=== design 1 ===
### Logic cells by family, design 1

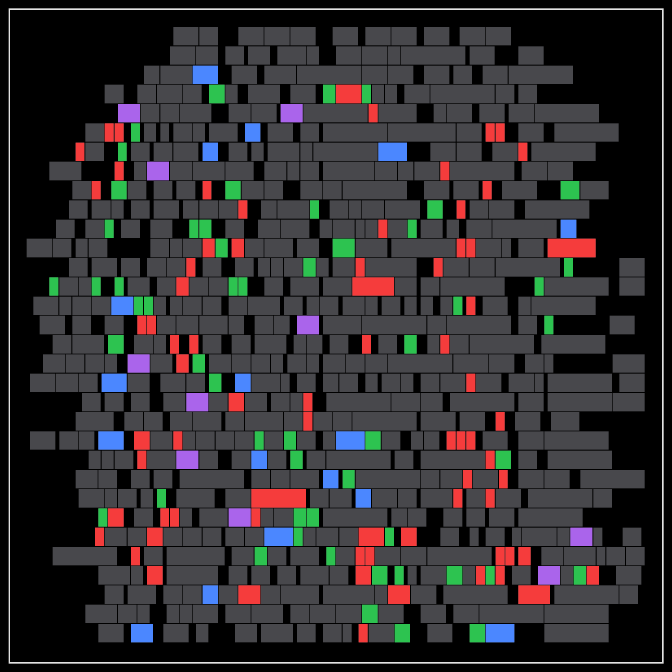

<file path="src/rtl/lc3b_alu_pkg.sv">
// lc3b_alu_pkg: op codes, FSM encoding and reset constants shared by the LC-3b sequential ALU.
package lc3b_alu_pkg;

  localparam logic [2:0] ALU_ADD   = 3'd0;
  localparam logic [2:0] ALU_AND   = 3'd1;
  localparam logic [2:0] ALU_XOR   = 3'd2;
  localparam logic [2:0] ALU_PASSA = 3'd3;
  localparam logic [2:0] ALU_LSHF  = 3'd4;
  localparam logic [2:0] ALU_RSHFL = 3'd5;
  localparam logic [2:0] ALU_RSHFA = 3'd6;
  localparam logic [2:0] ALU_PASSB = 3'd7;

  typedef enum logic [1:0] {
    ST_IDLE  = 2'd0,
    ST_SHIFT = 2'd1,
    ST_DONE  = 2'd2
  } state_e;

  localparam logic [2:0] CC_RESET = 3'b010;

  function automatic logic is_shift(input logic [2:0] op);
    return (op == ALU_LSHF) || (op == ALU_RSHFL) || (op == ALU_RSHFA);
  endfunction

endpackage

</file>
<file path="src/rtl/lc3b_alu_core.sv">
// lc3b_alu_core: single-cycle ops (ADD/AND/XOR/PASSA/PASSB) and ADD carry-out.
module lc3b_alu_core
  import lc3b_alu_pkg::*;
#(
  parameter int WIDTH = 16
) (
  input  logic [WIDTH-1:0] a_i,
  input  logic [WIDTH-1:0] b_i,
  input  logic [2:0]       aluk_i,
  output logic [WIDTH-1:0] y_o,
  output logic             cout_o
);

  logic [WIDTH:0] sum;

  assign sum = {1'b0, a_i} + {1'b0, b_i};

  always_comb begin
    y_o = (aluk_i == ALU_ADD)   ? sum[WIDTH-1:0] :
          (aluk_i == ALU_AND)   ? (a_i & b_i) :
          (aluk_i == ALU_XOR)   ? (a_i ^ b_i) :
          (aluk_i == ALU_PASSB) ? b_i : a_i;
  end

  assign cout_o = (aluk_i == ALU_ADD) & sum[WIDTH];

endmodule

</file>
<file path="src/rtl/lc3b_alu_seq.sv">
// lc3b_alu_seq: handshaked LC-3b ALU with an iterative 1-bit-per-cycle shifter,
// registered result, N/Z/P codes and carry-out.
module lc3b_alu_seq
  import lc3b_alu_pkg::*;
#(
  parameter int WIDTH   = 16,
  parameter int SHAMT_W = $clog2(WIDTH)
) (
  input  logic             clk,
  input  logic             reset_n,
  input  logic             in_valid,
  output logic             in_ready,
  input  logic [WIDTH-1:0] A,
  input  logic [WIDTH-1:0] B,
  input  logic [2:0]       ALUK,
  output logic             out_valid,
  input  logic             out_ready,
  output logic [WIDTH-1:0] OUT,
  output logic [2:0]       CC,
  output logic             COUT,
  output logic             busy
);

  state_e               state_q, state_d;
  logic [WIDTH-1:0]     work_q, work_d;
  logic [SHAMT_W-1:0]   cnt_q, cnt_d;
  logic [2:0]           op_q, op_d;
  logic [WIDTH-1:0]     out_q, out_d;
  logic [2:0]           cc_q, cc_d;
  logic                 cout_q, cout_d;
  logic [SHAMT_W-1:0]   k;
  logic                 accept, start_shift, last, load_now, core_cout;
  logic [WIDTH-1:0]     shifted, core_y;

  lc3b_alu_core #(.WIDTH(WIDTH)) u_core (
    .a_i   (A),
    .b_i   (B),
    .aluk_i(ALUK),
    .y_o   (core_y),
    .cout_o(core_cout)
  );

  assign k           = B[SHAMT_W-1:0];
  assign accept      = in_valid & in_ready;
  assign start_shift = accept & is_shift(ALUK) & (k != '0);
  assign load_now    = accept & ~start_shift;
  assign last        = (state_q == ST_SHIFT) & (cnt_q == SHAMT_W'(1));
  // Arithmetic right shift replicates the MSB, which still holds A's sign bit.
  assign shifted     = (op_q == ALU_LSHF) ? {work_q[WIDTH-2:0], 1'b0}
                     : {(op_q == ALU_RSHFA) & work_q[WIDTH-1], work_q[WIDTH-1:1]};

  always_ff @(posedge clk or negedge reset_n) begin
    if (!reset_n) state_q <= ST_IDLE;
    else          state_q <= state_d;
  end

  always_comb begin
    state_d = accept                            ? (start_shift ? ST_SHIFT : ST_DONE) :
              (state_q == ST_SHIFT)             ? (last ? ST_DONE : ST_SHIFT) :
              (state_q == ST_DONE & ~out_ready) ? ST_DONE : ST_IDLE;
  end

  always_comb begin
    in_ready  = (state_q == ST_IDLE) | ((state_q == ST_DONE) & out_ready);
    out_valid = (state_q == ST_DONE);
    busy      = (state_q == ST_SHIFT);
  end

  always_comb begin
    work_d = start_shift ? A : (state_q == ST_SHIFT) ? shifted : work_q;
    cnt_d  = start_shift ? k : (state_q == ST_SHIFT) ? cnt_q - SHAMT_W'(1) : cnt_q;
    op_d   = start_shift ? ALUK : op_q;
    out_d  = last ? shifted : load_now ? (is_shift(ALUK) ? A : core_y) : out_q;
    cout_d = last ? 1'b0 : load_now ? core_cout : cout_q;
    cc_d   = {out_d[WIDTH-1], out_d == '0, ~out_d[WIDTH-1] & (out_d != '0)};
  end

  always_ff @(posedge clk or negedge reset_n) begin
    if (!reset_n) begin
      work_q <= '0;
      cnt_q  <= '0;
      op_q   <= ALU_ADD;
      out_q  <= '0;
      cc_q   <= CC_RESET;
      cout_q <= 1'b0;
    end else begin
      work_q <= work_d;
      cnt_q  <= cnt_d;
      op_q   <= op_d;
      out_q  <= out_d;
      cc_q   <= cc_d;
      cout_q <= cout_d;
    end
  end

  assign OUT  = out_q;
  assign CC   = cc_q;
  assign COUT = cout_q;

endmodule

</file>
<file path="config.mk">
export PLATFORM = sky130hd
export DESIGN_NAME = lc3b_alu_seq
export DESIGN_NICKNAME = d
export VERILOG_FILES = /design/src/rtl/lc3b_alu_pkg.sv /design/src/rtl/lc3b_alu_core.sv /design/src/rtl/lc3b_alu_seq.sv
export SDC_FILE = /design/constraint.sdc
export NUM_CORES = 1
export LEC_CHECK = 0
export CAP_MARGIN = 5
export CORE_MARGIN = 2
export CORE_UTILIZATION = 50
export CTS_CLUSTER_SIZE = 30
export DETAILED_ROUTE_END_ITERATION = 8
export GPL_ROUTABILITY_DRIVEN = 0
export MAX_ROUTING_LAYER = met4
export PLACE_DENSITY = 0.79
export RECOVER_POWER = 100
export SLEW_MARGIN = 10
export SYNTH_ARGS = -nofsm -noshare
export SYNTH_HDL_FRONTEND = slang
export SYNTH_SLANG_ARGS = --single-unit
</file>
<file path="constraint.sdc">
create_clock -name clk -period 2.9 [get_ports clk]
set_clock_uncertainty 0.15 [all_clocks]
set_input_delay 0.435 -clock clk [delete_from_list [all_inputs] [get_ports clk]]
set_output_delay 0.435 -clock clk [all_outputs]
set_load 0.02 [all_outputs]
</file>
=== design 2 ===
File: config.mk
export PLATFORM = sky130hd
export DESIGN_NAME = bmc_m10_top
export DESIGN_NICKNAME = d
export VERILOG_FILES = /design/src/rtl/bmc_m10_top.sv
export SDC_FILE = /design/constraint.sdc
export NUM_CORES = 1
export LEC_CHECK = 0
export ABC_AREA = 1
export ABC_CLOCK_PERIOD_IN_PS = 55400
export CAP_MARGIN = 20
export CORE_MARGIN = 3
export CORE_UTILIZATION = 40
export DETAILED_ROUTE_END_ITERATION = 12
export PLACE_DENSITY = 0.55
export RECOVER_POWER = 25
export SLEW_MARGIN = 30
export SYNTH_ARGS = -nofsm -noshare
export SYNTH_HDL_FRONTEND = slang
export SYNTH_SLANG_ARGS = --single-unit
File: constraint.sdc
create_clock -name clk -period 55.4 [get_ports clk]
set_input_delay 5.54 -clock clk [delete_from_list [all_inputs] [get_ports clk]]
set_output_delay 5.54 -clock clk [all_outputs]
set_load 0.05 [all_outputs]
File: src/rtl/bmc_m10_top.sv
// Board-management-controller SPI endpoint: an ingress SPI master driven by a local
// request port, and an egress SPI slave that serves a local register file.
module bmc_m10_top #(
    parameter int CLK_DIV   = 4,
    parameter int REG_DEPTH = 16
) (
    input  logic        clk,
    input  logic        rst,
    input  logic        req,
    input  logic        req_we,
    input  logic [7:0]  req_addr,
    input  logic [31:0] req_wdata,
    output logic        busy,
    output logic        done,
    output logic [31:0] rdata,
    output logic        ingr_spi_clk,
    output logic        ingr_spi_csn,
    output logic        ingr_spi_mosi,
    input  logic        ingr_spi_miso,
    input  logic        egrs_spi_clk,
    input  logic        egrs_spi_csn,
    input  logic        egrs_spi_mosi,
    output logic        egrs_spi_miso,
    output logic        egr_wr_valid,
    output logic [7:0]  egr_wr_addr,
    output logic [31:0] egr_wr_data
);

    localparam int CW = $clog2(2 * CLK_DIV) + 1;
    localparam logic [CW-1:0] DIV_LAST = CW'(CLK_DIV - 1);
    localparam logic [CW-1:0] GAP_LAST = CW'(2 * CLK_DIV - 1);
    localparam int AW = (REG_DEPTH > 1) ? $clog2(REG_DEPTH) : 1;
    localparam logic [8:0] DEPTH_W = 9'(REG_DEPTH);

    typedef enum logic [2:0] {
        ST_IDLE  = 3'd0,
        ST_SETUP = 3'd1,
        ST_SHIFT = 3'd2,
        ST_HOLD  = 3'd3,
        ST_GAP   = 3'd4
    } ingr_state_t;

    ingr_state_t    state_r;
    logic [CW-1:0]  cnt_r;
    logic [5:0]     bit_r;
    logic [46:0]    tx_r;
    logic [31:0]    rx_r;
    logic           we_r;
    logic [47:0]    req_word_s;

    // Assemble the outgoing frame; reads carry a zero data field.
    always_comb begin
        req_word_s = 48'h0;
        if (req_we) begin
            req_word_s = {8'h02, req_addr, req_wdata};
        end else begin
            req_word_s = {8'h03, req_addr, 32'h0};
        end
    end

    // Ingress master sequencer: SETUP, 48 SCLK periods, HOLD, inter-frame GAP.
    always_ff @(posedge clk or posedge rst) begin
        if (rst) begin
            state_r       <= ST_IDLE;
            cnt_r         <= '0;
            bit_r         <= 6'd0;
            tx_r          <= 47'h0;
            rx_r          <= 32'h0;
            we_r          <= 1'b0;
            busy          <= 1'b0;
            done          <= 1'b0;
            rdata         <= 32'h0;
            ingr_spi_clk  <= 1'b0;
            ingr_spi_csn  <= 1'b1;
            ingr_spi_mosi <= 1'b0;
        end else begin
            done <= 1'b0;
            case (state_r)
                ST_IDLE: begin
                    if (req) begin
                        tx_r          <= req_word_s[46:0];
                        ingr_spi_mosi <= req_word_s[47];
                        we_r          <= req_we;
                        busy          <= 1'b1;
                        ingr_spi_csn  <= 1'b0;
                        cnt_r         <= '0;
                        state_r       <= ST_SETUP;
                    end
                end
                ST_SETUP: begin
                    if (cnt_r == DIV_LAST) begin
                        cnt_r        <= '0;
                        bit_r        <= 6'd0;
                        ingr_spi_clk <= 1'b1;
                        rx_r         <= {rx_r[30:0], ingr_spi_miso};
                        state_r      <= ST_SHIFT;
                    end else begin
                        cnt_r <= cnt_r + 1'b1;
                    end
                end
                ST_SHIFT: begin
                    if (cnt_r != DIV_LAST) begin
                        cnt_r <= cnt_r + 1'b1;
                    end else begin
                        cnt_r <= '0;
                        if (ingr_spi_clk) begin
                            // Falling edge: present the next bit, zeros drain out after bit 0.
                            ingr_spi_clk  <= 1'b0;
                            ingr_spi_mosi <= tx_r[46];
                            tx_r          <= {tx_r[45:0], 1'b0};
                        end else if (bit_r == 6'd47) begin
                            state_r <= ST_HOLD;
                        end else begin
                            ingr_spi_clk <= 1'b1;
                            rx_r         <= {rx_r[30:0], ingr_spi_miso};
                            bit_r        <= bit_r + 6'd1;
                        end
                    end
                end
                ST_HOLD: begin
                    if (cnt_r == DIV_LAST) begin
                        cnt_r        <= '0;
                        ingr_spi_csn <= 1'b1;
                        state_r      <= ST_GAP;
                    end else begin
                        cnt_r <= cnt_r + 1'b1;
                    end
                end
                ST_GAP: begin
                    if (cnt_r == GAP_LAST) begin
                        cnt_r   <= '0;
                        done    <= 1'b1;
                        busy    <= 1'b0;
                        state_r <= ST_IDLE;
                        if (!we_r) begin
                            rdata <= rx_r;
                        end
                    end else begin
                        cnt_r <= cnt_r + 1'b1;
                    end
                end
                default: begin
                    state_r       <= ST_IDLE;
                    cnt_r         <= '0;
                    busy          <= 1'b0;
                    ingr_spi_clk  <= 1'b0;
                    ingr_spi_csn  <= 1'b1;
                    ingr_spi_mosi <= 1'b0;
                end
            endcase
        end
    end

    logic [1:0]  sclk_sync_r;
    logic [1:0]  csn_sync_r;
    logic [1:0]  mosi_sync_r;
    logic        sclk_prev_r;
    logic        csn_prev_r;
    logic [5:0]  e_cnt_r;
    logic [30:0] e_sh_r;
    logic [7:0]  e_addr_r;
    logic        e_read_r;
    logic        e_write_r;
    logic [31:0] e_rd_word_r;
    logic [31:0] regs_r [REG_DEPTH];

    logic        sclk_rise_s;
    logic        sclk_fall_s;
    logic        csn_fall_s;
    logic        csn_s;
    logic        mosi_s;
    logic [15:0] hdr_s;
    logic [31:0] rd_lookup_s;
    logic [31:0] wr_data_s;
    logic        wr_in_range_s;

    // Bring the egress pins into the clk domain; csn idles high so reset is not a frame start.
    always_ff @(posedge clk or posedge rst) begin
        if (rst) begin
            sclk_sync_r <= 2'b00;
            csn_sync_r  <= 2'b11;
            mosi_sync_r <= 2'b00;
            sclk_prev_r <= 1'b0;
            csn_prev_r  <= 1'b1;
        end else begin
            sclk_sync_r <= {sclk_sync_r[0], egrs_spi_clk};
            csn_sync_r  <= {csn_sync_r[0], egrs_spi_csn};
            mosi_sync_r <= {mosi_sync_r[0], egrs_spi_mosi};
            sclk_prev_r <= sclk_sync_r[1];
            csn_prev_r  <= csn_sync_r[1];
        end
    end

    // Edge detection plus header decode and register-file lookup.
    always_comb begin
        sclk_rise_s   = sclk_sync_r[1] & ~sclk_prev_r;
        sclk_fall_s   = ~sclk_sync_r[1] & sclk_prev_r;
        csn_s         = csn_sync_r[1];
        csn_fall_s    = ~csn_sync_r[1] & csn_prev_r;
        mosi_s        = mosi_sync_r[1];
        hdr_s         = {e_sh_r[14:0], mosi_s};
        wr_data_s     = {e_sh_r[30:0], mosi_s};
        wr_in_range_s = ({1'b0, e_addr_r} < DEPTH_W);
        rd_lookup_s   = 32'hDEAD_BEEF;
        if ({1'b0, hdr_s[7:0]} < DEPTH_W) begin
            rd_lookup_s = regs_r[hdr_s[AW-1:0]];
        end else begin
            rd_lookup_s = 32'hDEAD_BEEF;
        end
    end

    // Egress slave: bit counting, read-word shift-out and write commit.
    always_ff @(posedge clk or posedge rst) begin
        if (rst) begin
            e_cnt_r       <= 6'd0;
            e_sh_r        <= 31'h0;
            e_addr_r      <= 8'h0;
            e_read_r      <= 1'b0;
            e_write_r     <= 1'b0;
            e_rd_word_r   <= 32'h0;
            egrs_spi_miso <= 1'b0;
            egr_wr_valid  <= 1'b0;
            egr_wr_addr   <= 8'h0;
            egr_wr_data   <= 32'h0;
            for (int i = 0; i < REG_DEPTH; i++) begin
                regs_r[i] <= 32'h0;
            end
        end else begin
            egr_wr_valid <= 1'b0;
            if (csn_s) begin
                e_cnt_r       <= 6'd0;
                e_read_r      <= 1'b0;
                e_write_r     <= 1'b0;
                egrs_spi_miso <= 1'b0;
            end else if (csn_fall_s) begin
                e_cnt_r   <= 6'd0;
                e_read_r  <= 1'b0;
                e_write_r <= 1'b0;
            end else if (sclk_rise_s && (e_cnt_r != 6'd48)) begin
                e_sh_r  <= {e_sh_r[29:0], mosi_s};
                e_cnt_r <= e_cnt_r + 6'd1;
                if (e_cnt_r == 6'd15) begin
                    e_addr_r    <= hdr_s[7:0];
                    e_read_r    <= (hdr_s[15:8] == 8'h03);
                    e_write_r   <= (hdr_s[15:8] == 8'h02);
                    e_rd_word_r <= rd_lookup_s;
                end else if ((e_cnt_r == 6'd47) && e_write_r) begin
                    egr_wr_valid <= 1'b1;
                    egr_wr_addr  <= e_addr_r;
                    egr_wr_data  <= wr_data_s;
                    if (wr_in_range_s) begin
                        regs_r[e_addr_r[AW-1:0]] <= wr_data_s;
                    end
                end
            end else if (sclk_fall_s) begin
                if (e_read_r && (e_cnt_r >= 6'd16) && (e_cnt_r <= 6'd47)) begin
                    egrs_spi_miso <= e_rd_word_r[31];
                    e_rd_word_r   <= {e_rd_word_r[30:0], 1'b0};
                end else begin
                    egrs_spi_miso <= 1'b0;
                end
            end
        end
    end

endmodule

=== design 3 ===
===== src/rtl/seg7_scan_decoder.sv =====
// Receiver for a multiplexed 7-segment bus: waits for each digit's pattern to settle,
// decodes it back to hex and flags blank/error/dp per digit, pulsing once per full frame.
module seg7_scan_decoder #(
    parameter int unsigned NUM_DIGITS    = 3,
    parameter int unsigned STABLE_CYCLES = 4
) (
    input  logic                      input_clock1_1,
    input  logic                      input_reset_n_2,
    input  logic [7:0]                input_segments_3,
    input  logic [NUM_DIGITS-1:0]     input_digit_sel_4,
    output logic [4*NUM_DIGITS-1:0]   output_value_5,
    output logic [NUM_DIGITS-1:0]     output_dp_6,
    output logic [NUM_DIGITS-1:0]     output_valid_7,
    output logic [NUM_DIGITS-1:0]     output_blank_8,
    output logic [NUM_DIGITS-1:0]     output_error_9,
    output logic                      output_frame_10
);

    localparam logic [7:0] CntFull = 8'(STABLE_CYCLES);
    localparam logic [7:0] CntLast = 8'(STABLE_CYCLES - 1);

    typedef enum logic [1:0] {StIdle, StCounting, StLocked} state_e;

    state_e                    state_q, state_d;
    logic [7:0]                cnt_q, cnt_d;
    logic [NUM_DIGITS-1:0]     sel_q, sel_prev_q;
    logic [7:0]                seg_q, seg_prev_q;
    logic [NUM_DIGITS-1:0]     mask_q;
    logic [4*NUM_DIGITS-1:0]   value_q;
    logic [NUM_DIGITS-1:0]     dp_q, valid_q, blank_q, error_q;
    logic                      frame_q;

    logic                      sel_onehot, same, commit;
    logic [NUM_DIGITS-1:0]     mask_set;
    logic                      mask_full;
    logic [6:0]                letters;
    logic [3:0]                dec_value;
    logic                      dec_blank, dec_error;

    assign sel_onehot = $onehot(sel_q);
    assign same       = (sel_q == sel_prev_q) && (seg_q == seg_prev_q);
    assign mask_set   = mask_q | sel_q;
    assign mask_full  = &mask_set;

    // Shared stability tracker: only one digit is ever being observed at a time.
    always_comb begin
        state_d = state_q;
        cnt_d   = cnt_q;
        commit  = 1'b0;
        if (!sel_onehot) begin
            state_d = StIdle;
            cnt_d   = 8'd0;
        end else begin
            case (state_q)
                StIdle: begin
                    state_d = StCounting;
                    cnt_d   = 8'd1;
                end
                StCounting: begin
                    if (!same) begin
                        cnt_d = 8'd1;
                    end else if (cnt_q == CntLast) begin
                        commit  = 1'b1;
                        cnt_d   = CntFull;
                        state_d = StLocked;
                    end else begin
                        cnt_d = cnt_q + 8'd1;
                    end
                end
                StLocked: begin
                    if (!same) begin
                        state_d = StCounting;
                        cnt_d   = 8'd1;
                    end
                end
                default: begin
                    state_d = StIdle;
                    cnt_d   = 8'd0;
                end
            endcase
        end
    end

    // Segment letters ordered a..g, a in the MSB.
    assign letters = {seg_q[4], seg_q[5], seg_q[7], seg_q[3], seg_q[2], seg_q[1], seg_q[0]};

    always_comb begin
        dec_value = 4'h0;
        dec_blank = 1'b0;
        dec_error = 1'b0;
        case (letters)
            7'h7E: dec_value = 4'h0;
            7'h30: dec_value = 4'h1;
            7'h6D: dec_value = 4'h2;
            7'h79: dec_value = 4'h3;
            7'h33: dec_value = 4'h4;
            7'h5B: dec_value = 4'h5;
            7'h5F: dec_value = 4'h6;
            7'h70: dec_value = 4'h7;
            7'h7F: dec_value = 4'h8;
            7'h7B: dec_value = 4'h9;
            7'h77: dec_value = 4'hA;
            7'h1F: dec_value = 4'hB;
            7'h4E: dec_value = 4'hC;
            7'h3D: dec_value = 4'hD;
            7'h4F: dec_value = 4'hE;
            7'h47: dec_value = 4'hF;
            7'h00: dec_blank = 1'b1;
            default: dec_error = 1'b1;
        endcase
    end

    always_ff @(posedge input_clock1_1 or negedge input_reset_n_2) begin
        if (!input_reset_n_2) begin
            state_q    <= StIdle;
            cnt_q      <= '0;
            sel_q      <= '0;
            seg_q      <= '0;
            sel_prev_q <= '0;
            seg_prev_q <= '0;
            mask_q     <= '0;
            value_q    <= '0;
            dp_q       <= '0;
            valid_q    <= '0;
            blank_q    <= '0;
            error_q    <= '0;
            frame_q    <= 1'b0;
        end else begin
            state_q    <= state_d;
            cnt_q      <= cnt_d;
            sel_q      <= input_digit_sel_4;
            seg_q      <= input_segments_3;
            sel_prev_q <= sel_q;
            seg_prev_q <= seg_q;
            frame_q    <= commit && mask_full;
            if (commit) begin
                // The completing commit is consumed by the pulse, so the mask restarts empty.
                mask_q <= mask_full ? '0 : mask_set;
                for (int i = 0; i < NUM_DIGITS; i++) begin
                    if (sel_q[i]) begin
                        value_q[4*i +: 4] <= dec_value;
                        dp_q[i]           <= seg_q[6];
                        valid_q[i]        <= 1'b1;
                        blank_q[i]        <= dec_blank;
                        error_q[i]        <= dec_error;
                    end
                end
            end
        end
    end

    assign output_value_5  = value_q;
    assign output_dp_6     = dp_q;
    assign output_valid_7  = valid_q;
    assign output_blank_8  = blank_q;
    assign output_error_9  = error_q;
    assign output_frame_10 = frame_q;

endmodule


===== config.mk =====
export PLATFORM = sky130hd
export DESIGN_NAME = seg7_scan_decoder
export DESIGN_NICKNAME = d
export VERILOG_FILES = /design/src/rtl/seg7_scan_decoder.sv
export SDC_FILE = /design/constraint.sdc
export NUM_CORES = 1
export LEC_CHECK = 0
export ABC_AREA = 1
export CAP_MARGIN = 30
export CORE_MARGIN = 5
export CORE_UTILIZATION = 49
export CTS_CLUSTER_SIZE = 28
export DETAILED_ROUTE_END_ITERATION = 10
export GPL_TIMING_DRIVEN = 0
export PLACE_DENSITY = 0.73
export SETUP_SLACK_MARGIN = 0.1
export SKIP_LAST_GASP = 1
export SLEW_MARGIN = 20
export SYNTH_ARGS = -nofsm -noshare
export SYNTH_HDL_FRONTEND = slang
export SYNTH_SLANG_ARGS = --single-unit

===== constraint.sdc =====
create_clock -name input_clock1_1 -period 2.3 [get_ports input_clock1_1]
set_input_delay 0.575 -clock input_clock1_1 [delete_from_list [all_inputs] [get_ports input_clock1_1]]
set_output_delay 0.575 -clock input_clock1_1 [all_outputs]
set_load 0.01 [all_outputs]

### Sequential cells grouped by signal name, design 1

The bar under the picture is 20 um long. Other sequential cells in the stronger grey, the rest of the logic in the fainter grey.
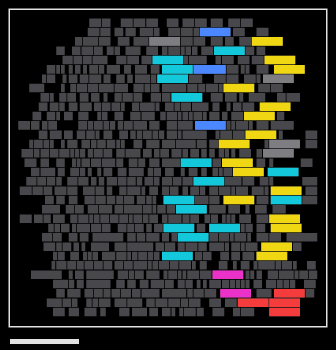
[cnt_q] red | sequential cells: 4 | where: south-east
[OUT] cyan | sequential cells: 15
[work_q] yellow | sequential cells: 16
[CC] blue | sequential cells: 3
[state_q] magenta | sequential cells: 2

### Placed cells, one colour a class, design 1

The bar under the picture is 20 um long.
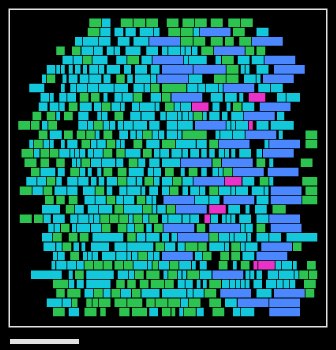
[flops] blue | cells: 44 | share of their area: 20%
[combinational and other logic] cyan | cells: 385 | share of their area: 50%
[clock drivers and dummy loads] magenta | cells: 8 | share of their area: 1.4%
[other buffers and delay cells] green | cells: 192 | share of their area: 29%

Notes on 'Logic cells by family' of design 1 above:
[XOR/XNOR gates] purple | cells: 10 | where: all over the die
[NAND gates] green | cells: 54
[AND and OR gates] blue | cells: 17
[NOR gates] red | cells: 74

==> run summary, design 1 <==
Synthesis and place-and-route results.

- The area of the mapped netlist is 3880 um2.
- Per the run summary, max-cap violations total 1.
- The floorplan die height is 92.1 um.
- The checks that failed: capacitance limit, slew limit, setup timing.
- The highest signal layer in the routed design is met4.
- The cell count listed in synth_stat.txt is 461.
- Setup repair after global routing could not meet its margin everywhere.
- The setup-violating endpoint count in the final report is 2.
- The total die size is 8480 um2.
- The wire length of the first global-routing pass is 22,800 um.
- The critical path is of the in2reg type.
- The count of distinct cell types in the synthesized netlist is 66.
- In this run the layout overhead on the synthesized area is reported as 48.4%.
- The final layout reports a setup TNS of -0.158 ns.
- Measured along the x axis, the die boundary spans 92.1 um.
- The routed length per instance is 21.1 um.
- The overall power of the completed layout is 0.00416 W.
- The commonest register cell is sky130_fd_sc_hd__dfrtp_1.
- The top cell type's share of synthesized area is 27.7%.
- The run finished, with violations left.
- The analysis attributes to net switching a power of 0.00183 W.
- On the critical path, the stage with the largest delay is an instance of sky130_fd_sc_hd__o211ai_1.
- The final-report max-slew violation count is 45.
- The pin count of the biggest net entering global routing is 45.
- In this run the static leakage power is 2.60 nW.
- Along the worst hold path, the cell count comes to 1.
- The routed via count is 4,913.
- The script computed the net switching share of total power as 44.0%.
- After layout, the worst setup slack is -0.0875 ns.
[design 1: layout by cell type (no fill, tap or decap), types with 10 or more instances in the layout]
master and instances:
sky130_fd_sc_hd__a21oi_1 34, sky130_fd_sc_hd__a221o_1 16, sky130_fd_sc_hd__buf_4 124, sky130_fd_sc_hd__clkdlybuf4s50_1 27, sky130_fd_sc_hd__dfrtp_1 43, sky130_fd_sc_hd__dlygate4sd3_1 19
sky130_fd_sc_hd__ha_1 11, sky130_fd_sc_hd__mux2_2 10, sky130_fd_sc_hd__mux2i_1 23, sky130_fd_sc_hd__nand2_1 26, sky130_fd_sc_hd__nand3_1 14, sky130_fd_sc_hd__nor2_1 53
sky130_fd_sc_hd__o21ai_0 16
[design 1: area by class of cell]
type / count / area [um2] / share of cell area, %
Tap cell: 102 / 128 / 2.22
Sequential cell: 44 / 1100 / 19.1
Clock buffer: 7 / 76.3 / 1.33
Inverter: 9 / 33.8 / 0.587
Clock inverter: 1 / 5.00 / 0.0869
Multi-Input combinational cell: 376 / 2800 / 48.6
Timing Repair Buffer: 192 / 1620 / 28.0
[design 1: state kept, by name (all words and copies together) (netlist names)]
name,count
OUT,15
CC,3
op_q,3
COUT,1
state_q,2
work_q,16
cnt_q,4
### Placed cells, one colour a class, design 2

The bar under the picture is 100 um long.
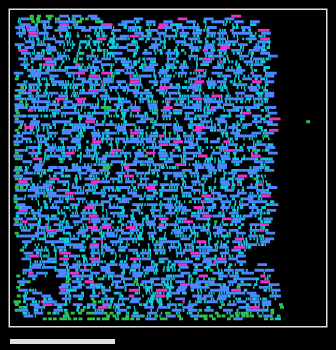
[other buffers and delay cells] green | cells: 163 | share of their area: 4.2%
[flops] blue | cells: 771 | share of their area: 52%
[clock drivers and dummy loads] magenta | cells: 147 | share of their area: 7.5%
[combinational and other logic] cyan | cells: 3,070 | share of their area: 37%

==> run summary, design 2 <==
Synthesis and place-and-route results.

- The layout inverter count without the clock tree is 238.
- Of the cells placed in the final design, the portion with a size suffix greater than 1 is 6.55%.
- The pin closest to its max-slew limit shows a slew of 3.80 ns.
- TritonCTS built the clock tree.
- The port buffer count is 126.
- The final-report max-slew violation count is 1,053.
- The final reports fail on capacitance limit, slew limit.
- The combined flip-flop and latch cell area is 19,300 um2.
- Across the run, the number of max-cap violations was 16.
- The starting density of the core is 40.6%.
- Sorting the synthesized cells by how often they occur yields sky130_fd_sc_hd__nand2_1 (1,086), sky130_fd_sc_hd__dfrtp_1 (767), sky130_fd_sc_hd__o21ai_0 (529).
- The number of cells in the design after placement is 5,147.
- For this run, the final setup violation count is recorded as 0.
- Setup repair after global routing left no endpoint under its margin.
- The setup slack of the most critical reg-to-reg path is 49.46 ns.
- The area growth from synthesis to layout is 11.5%.
- Leaving out the clock tree, the finished layout contains a buffer count of 163.
- The die covers 90,500 um2.
- The run finished, with violations left.
- Among all flip-flop cells after synthesis, the most frequent one is sky130_fd_sc_hd__dfrtp_1.
- The share of power burned in the clock network is 41.2%.
- The instance count along the most critical hold path is 0.
- Global routing used 21.4% of the available tracks across all layers.
- Summed over its instances, the top area cell type makes up 55.2% of the synthesized netlist area.
[design 2: cells by family after synthesis]
kind of cell	Yosys count	synth area share, %
buf+inv	541	7.42
fa+ha+maj	4	0.144
compound gates	944	14.6
flops	771	55.5
mux	2	0.0611
xor+xnor	6	0.151
simple gates	1876	22.2
[design 2: worst max-delay path, stage by stage]
cell and delay, ns:
sky130_fd_sc_hd__clkdlybuf4s50_1 0.50, sky130_fd_sc_hd__clkinv_8 0.41, sky130_fd_sc_hd__buf_4 0.70, sky130_fd_sc_hd__buf_6 0.60
sky130_fd_sc_hd__buf_4 0.76
[design 2: sequential cells by signal, indices dropped and copies added (netlist names), 2 cells and up]
| signal | count |
|---|---|
| cnt_r | 4 |
| e_cnt_r | 6 |
| sclk_sync_r | 2 |
| e_addr_r | 8 |
| rx_r | 32 |
| state_r | 3 |
| egr_wr_addr | 8 |
| egr_wr_data | 32 |
| regs_r | 512 |
| mosi_sync_r | 2 |
| csn_sync_r | 2 |
| e_rd_word_r | 32 |
| tx_r | 47 |
| bit_r | 6 |
| e_sh_r | 31 |
| rdata | 32 |
### Routing congestion, design 3

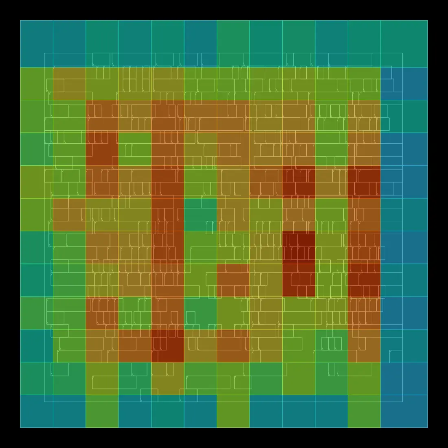
post-detailed-route wirelength per cell: 13.3 um
met3 Use GR: 5.38%
layer with the highest usage: met2

==> run summary, design 3 <==
Synthesis and place-and-route results.

- The run finished with clean final reports.
- The number of core rows is 27.
- In this run the critical path is formed by fa_1 > inv_1 > nor2_2 > inv_1 > nor3_4 > buf_4 > nand3_4 > nor2_2 > nand2_1 > nand2_1.
- The endpoint identified for the worst register-to-register timing path is output_value_5[0]$_DFFE_PN0P_.
- The highest clock rate this design can be run at is 0.482 GHz.
- The portion of total power attributed to combinational logic is 7.6%.
- The number of synthesized register bits is 60.
- The floorplan step records an initial core utilization of 50.8%.
- The capturing element type of the critical path is a register.
- The final weighted congestion in routability-driven placement is 0.911.
- The sequential group share of total power is 50.6%.
- The share of power burned in the clock network is 41.8%.
- The flip-flop cell with the highest count after synthesis is sky130_fd_sc_hd__dfrtp_1.
- The final timing report lists a max-slew violation count of 0.
- The count of fill cells added during filler insertion is 488.
- Summing every instance area after synthesis gives 2810 um2.
- Nets still carrying antenna violations after routing amount to 0.
- The count of clock tree sinks is 60.
- The library cell with the highest instance count after synthesis is sky130_fd_sc_hd__nand2_1.
- The final timing report lists clock skew as 0.00579 ns.
- The setup slack of the most critical reg-to-reg path is 0.23 ns.
- The worst register-to-register path depth is 10.
- The area growth from synthesis to layout is 27.1%.
- In this run, placement finished with an instance count of 453.
- The area-dominant cell class after layout is flip-flops and latches.
- Using the TritonRoute via totals, the vias-per-cell ratio works out to 5.08.
- The top cell type's share of synthesized area is 53.4%.
-- design 3: flip-flops by register name, indices dropped and copies added, names as in the netlist --
| signal | flops |
|---|---|
| output_error_9 | 3 |
| seg_prev_q | 8 |
| output_value_5 | 12 |
| sel_q | 3 |
| cnt_q | 8 |
| mask_q | 3 |
| output_blank_8 | 3 |
| output_valid_7 | 3 |
| sel_prev_q | 3 |
| state_q | 2 |
| seg_q | 8 |
| output_dp_6 | 3 |
| output_frame_10 | 1 |
-- design 3: metrics by stage --
step | instance area (um2) | utilization (%) | hold WS [ns] | total power [W]
after floorplan | 2810 | - | 0.279 | 0.00121
after global placement | 3270 | 59.1 | 0.412 | 0.00127
after detailed placement | 3290 | 59.4 | 0.413 | 0.00128
after CTS | 3520 | 63.6 | 0.139 | 0.00219
after global routing | 3580 | 64.5 | 0.157 | 0.00229
final | 3580 | 64.5 | 0.135 | 0.00219
-- design 3: layer usage --
layer	GRT usage, %	part of all wire, %	up-vias
li1	-	-	1197
met1	24.8	46	1171
met2	30.9	49	53
met3	5.38	4.1	11
met4	6.47	1.4	0
met5	0	0	-


## Gallery

Clock wires, drivers and flops.
picture 1
The bar under the picture is 20 um long.
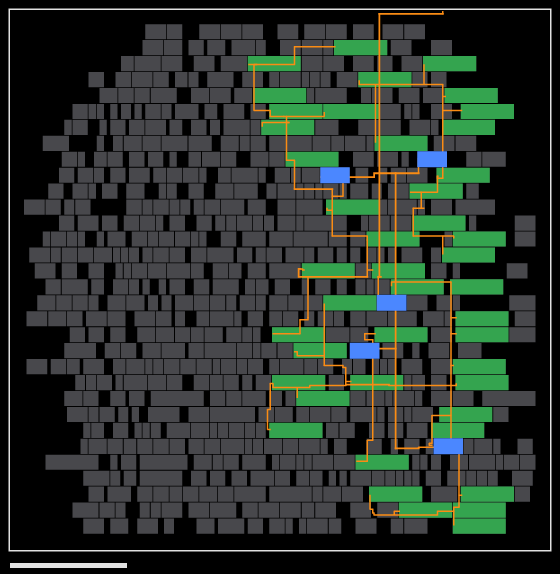
picture 2
The bar under the picture is 20 um long.
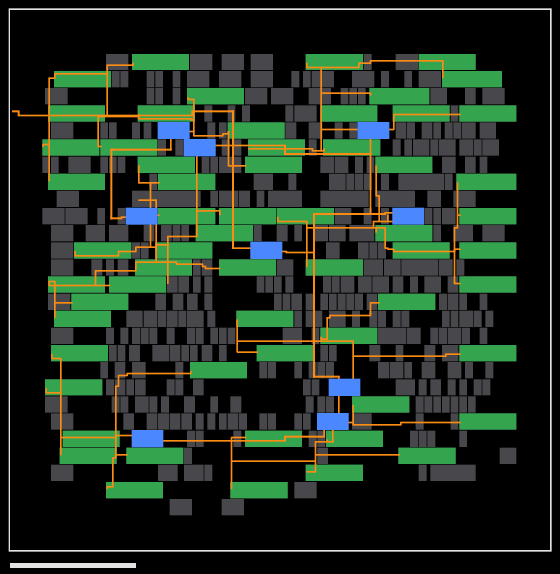
picture 3
The bar under the picture is 100 um long.
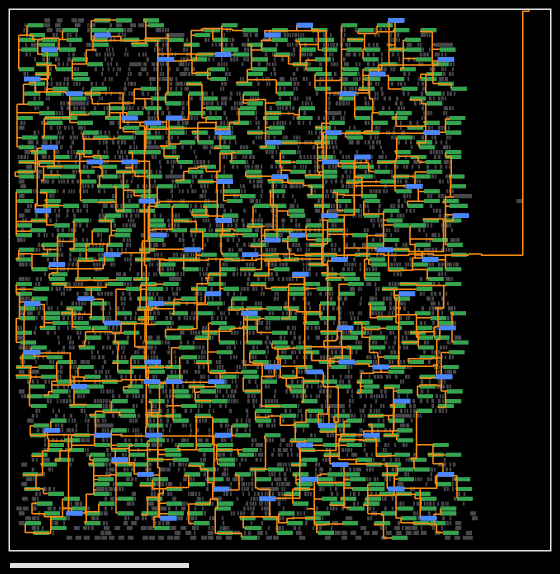
Of these, fewest sequential cells: picture 1
Picture 2 comes from design 3.
Picture 3 comes from design 2.
Picture 1 comes from design 1.

Key to picture 2:
[clock wires] orange | length: 815 um
[flip-flops] green | count: 60
[clock drivers] blue | count: 9
routed clock nets: 10

Power and IR drop assume default switching activity.
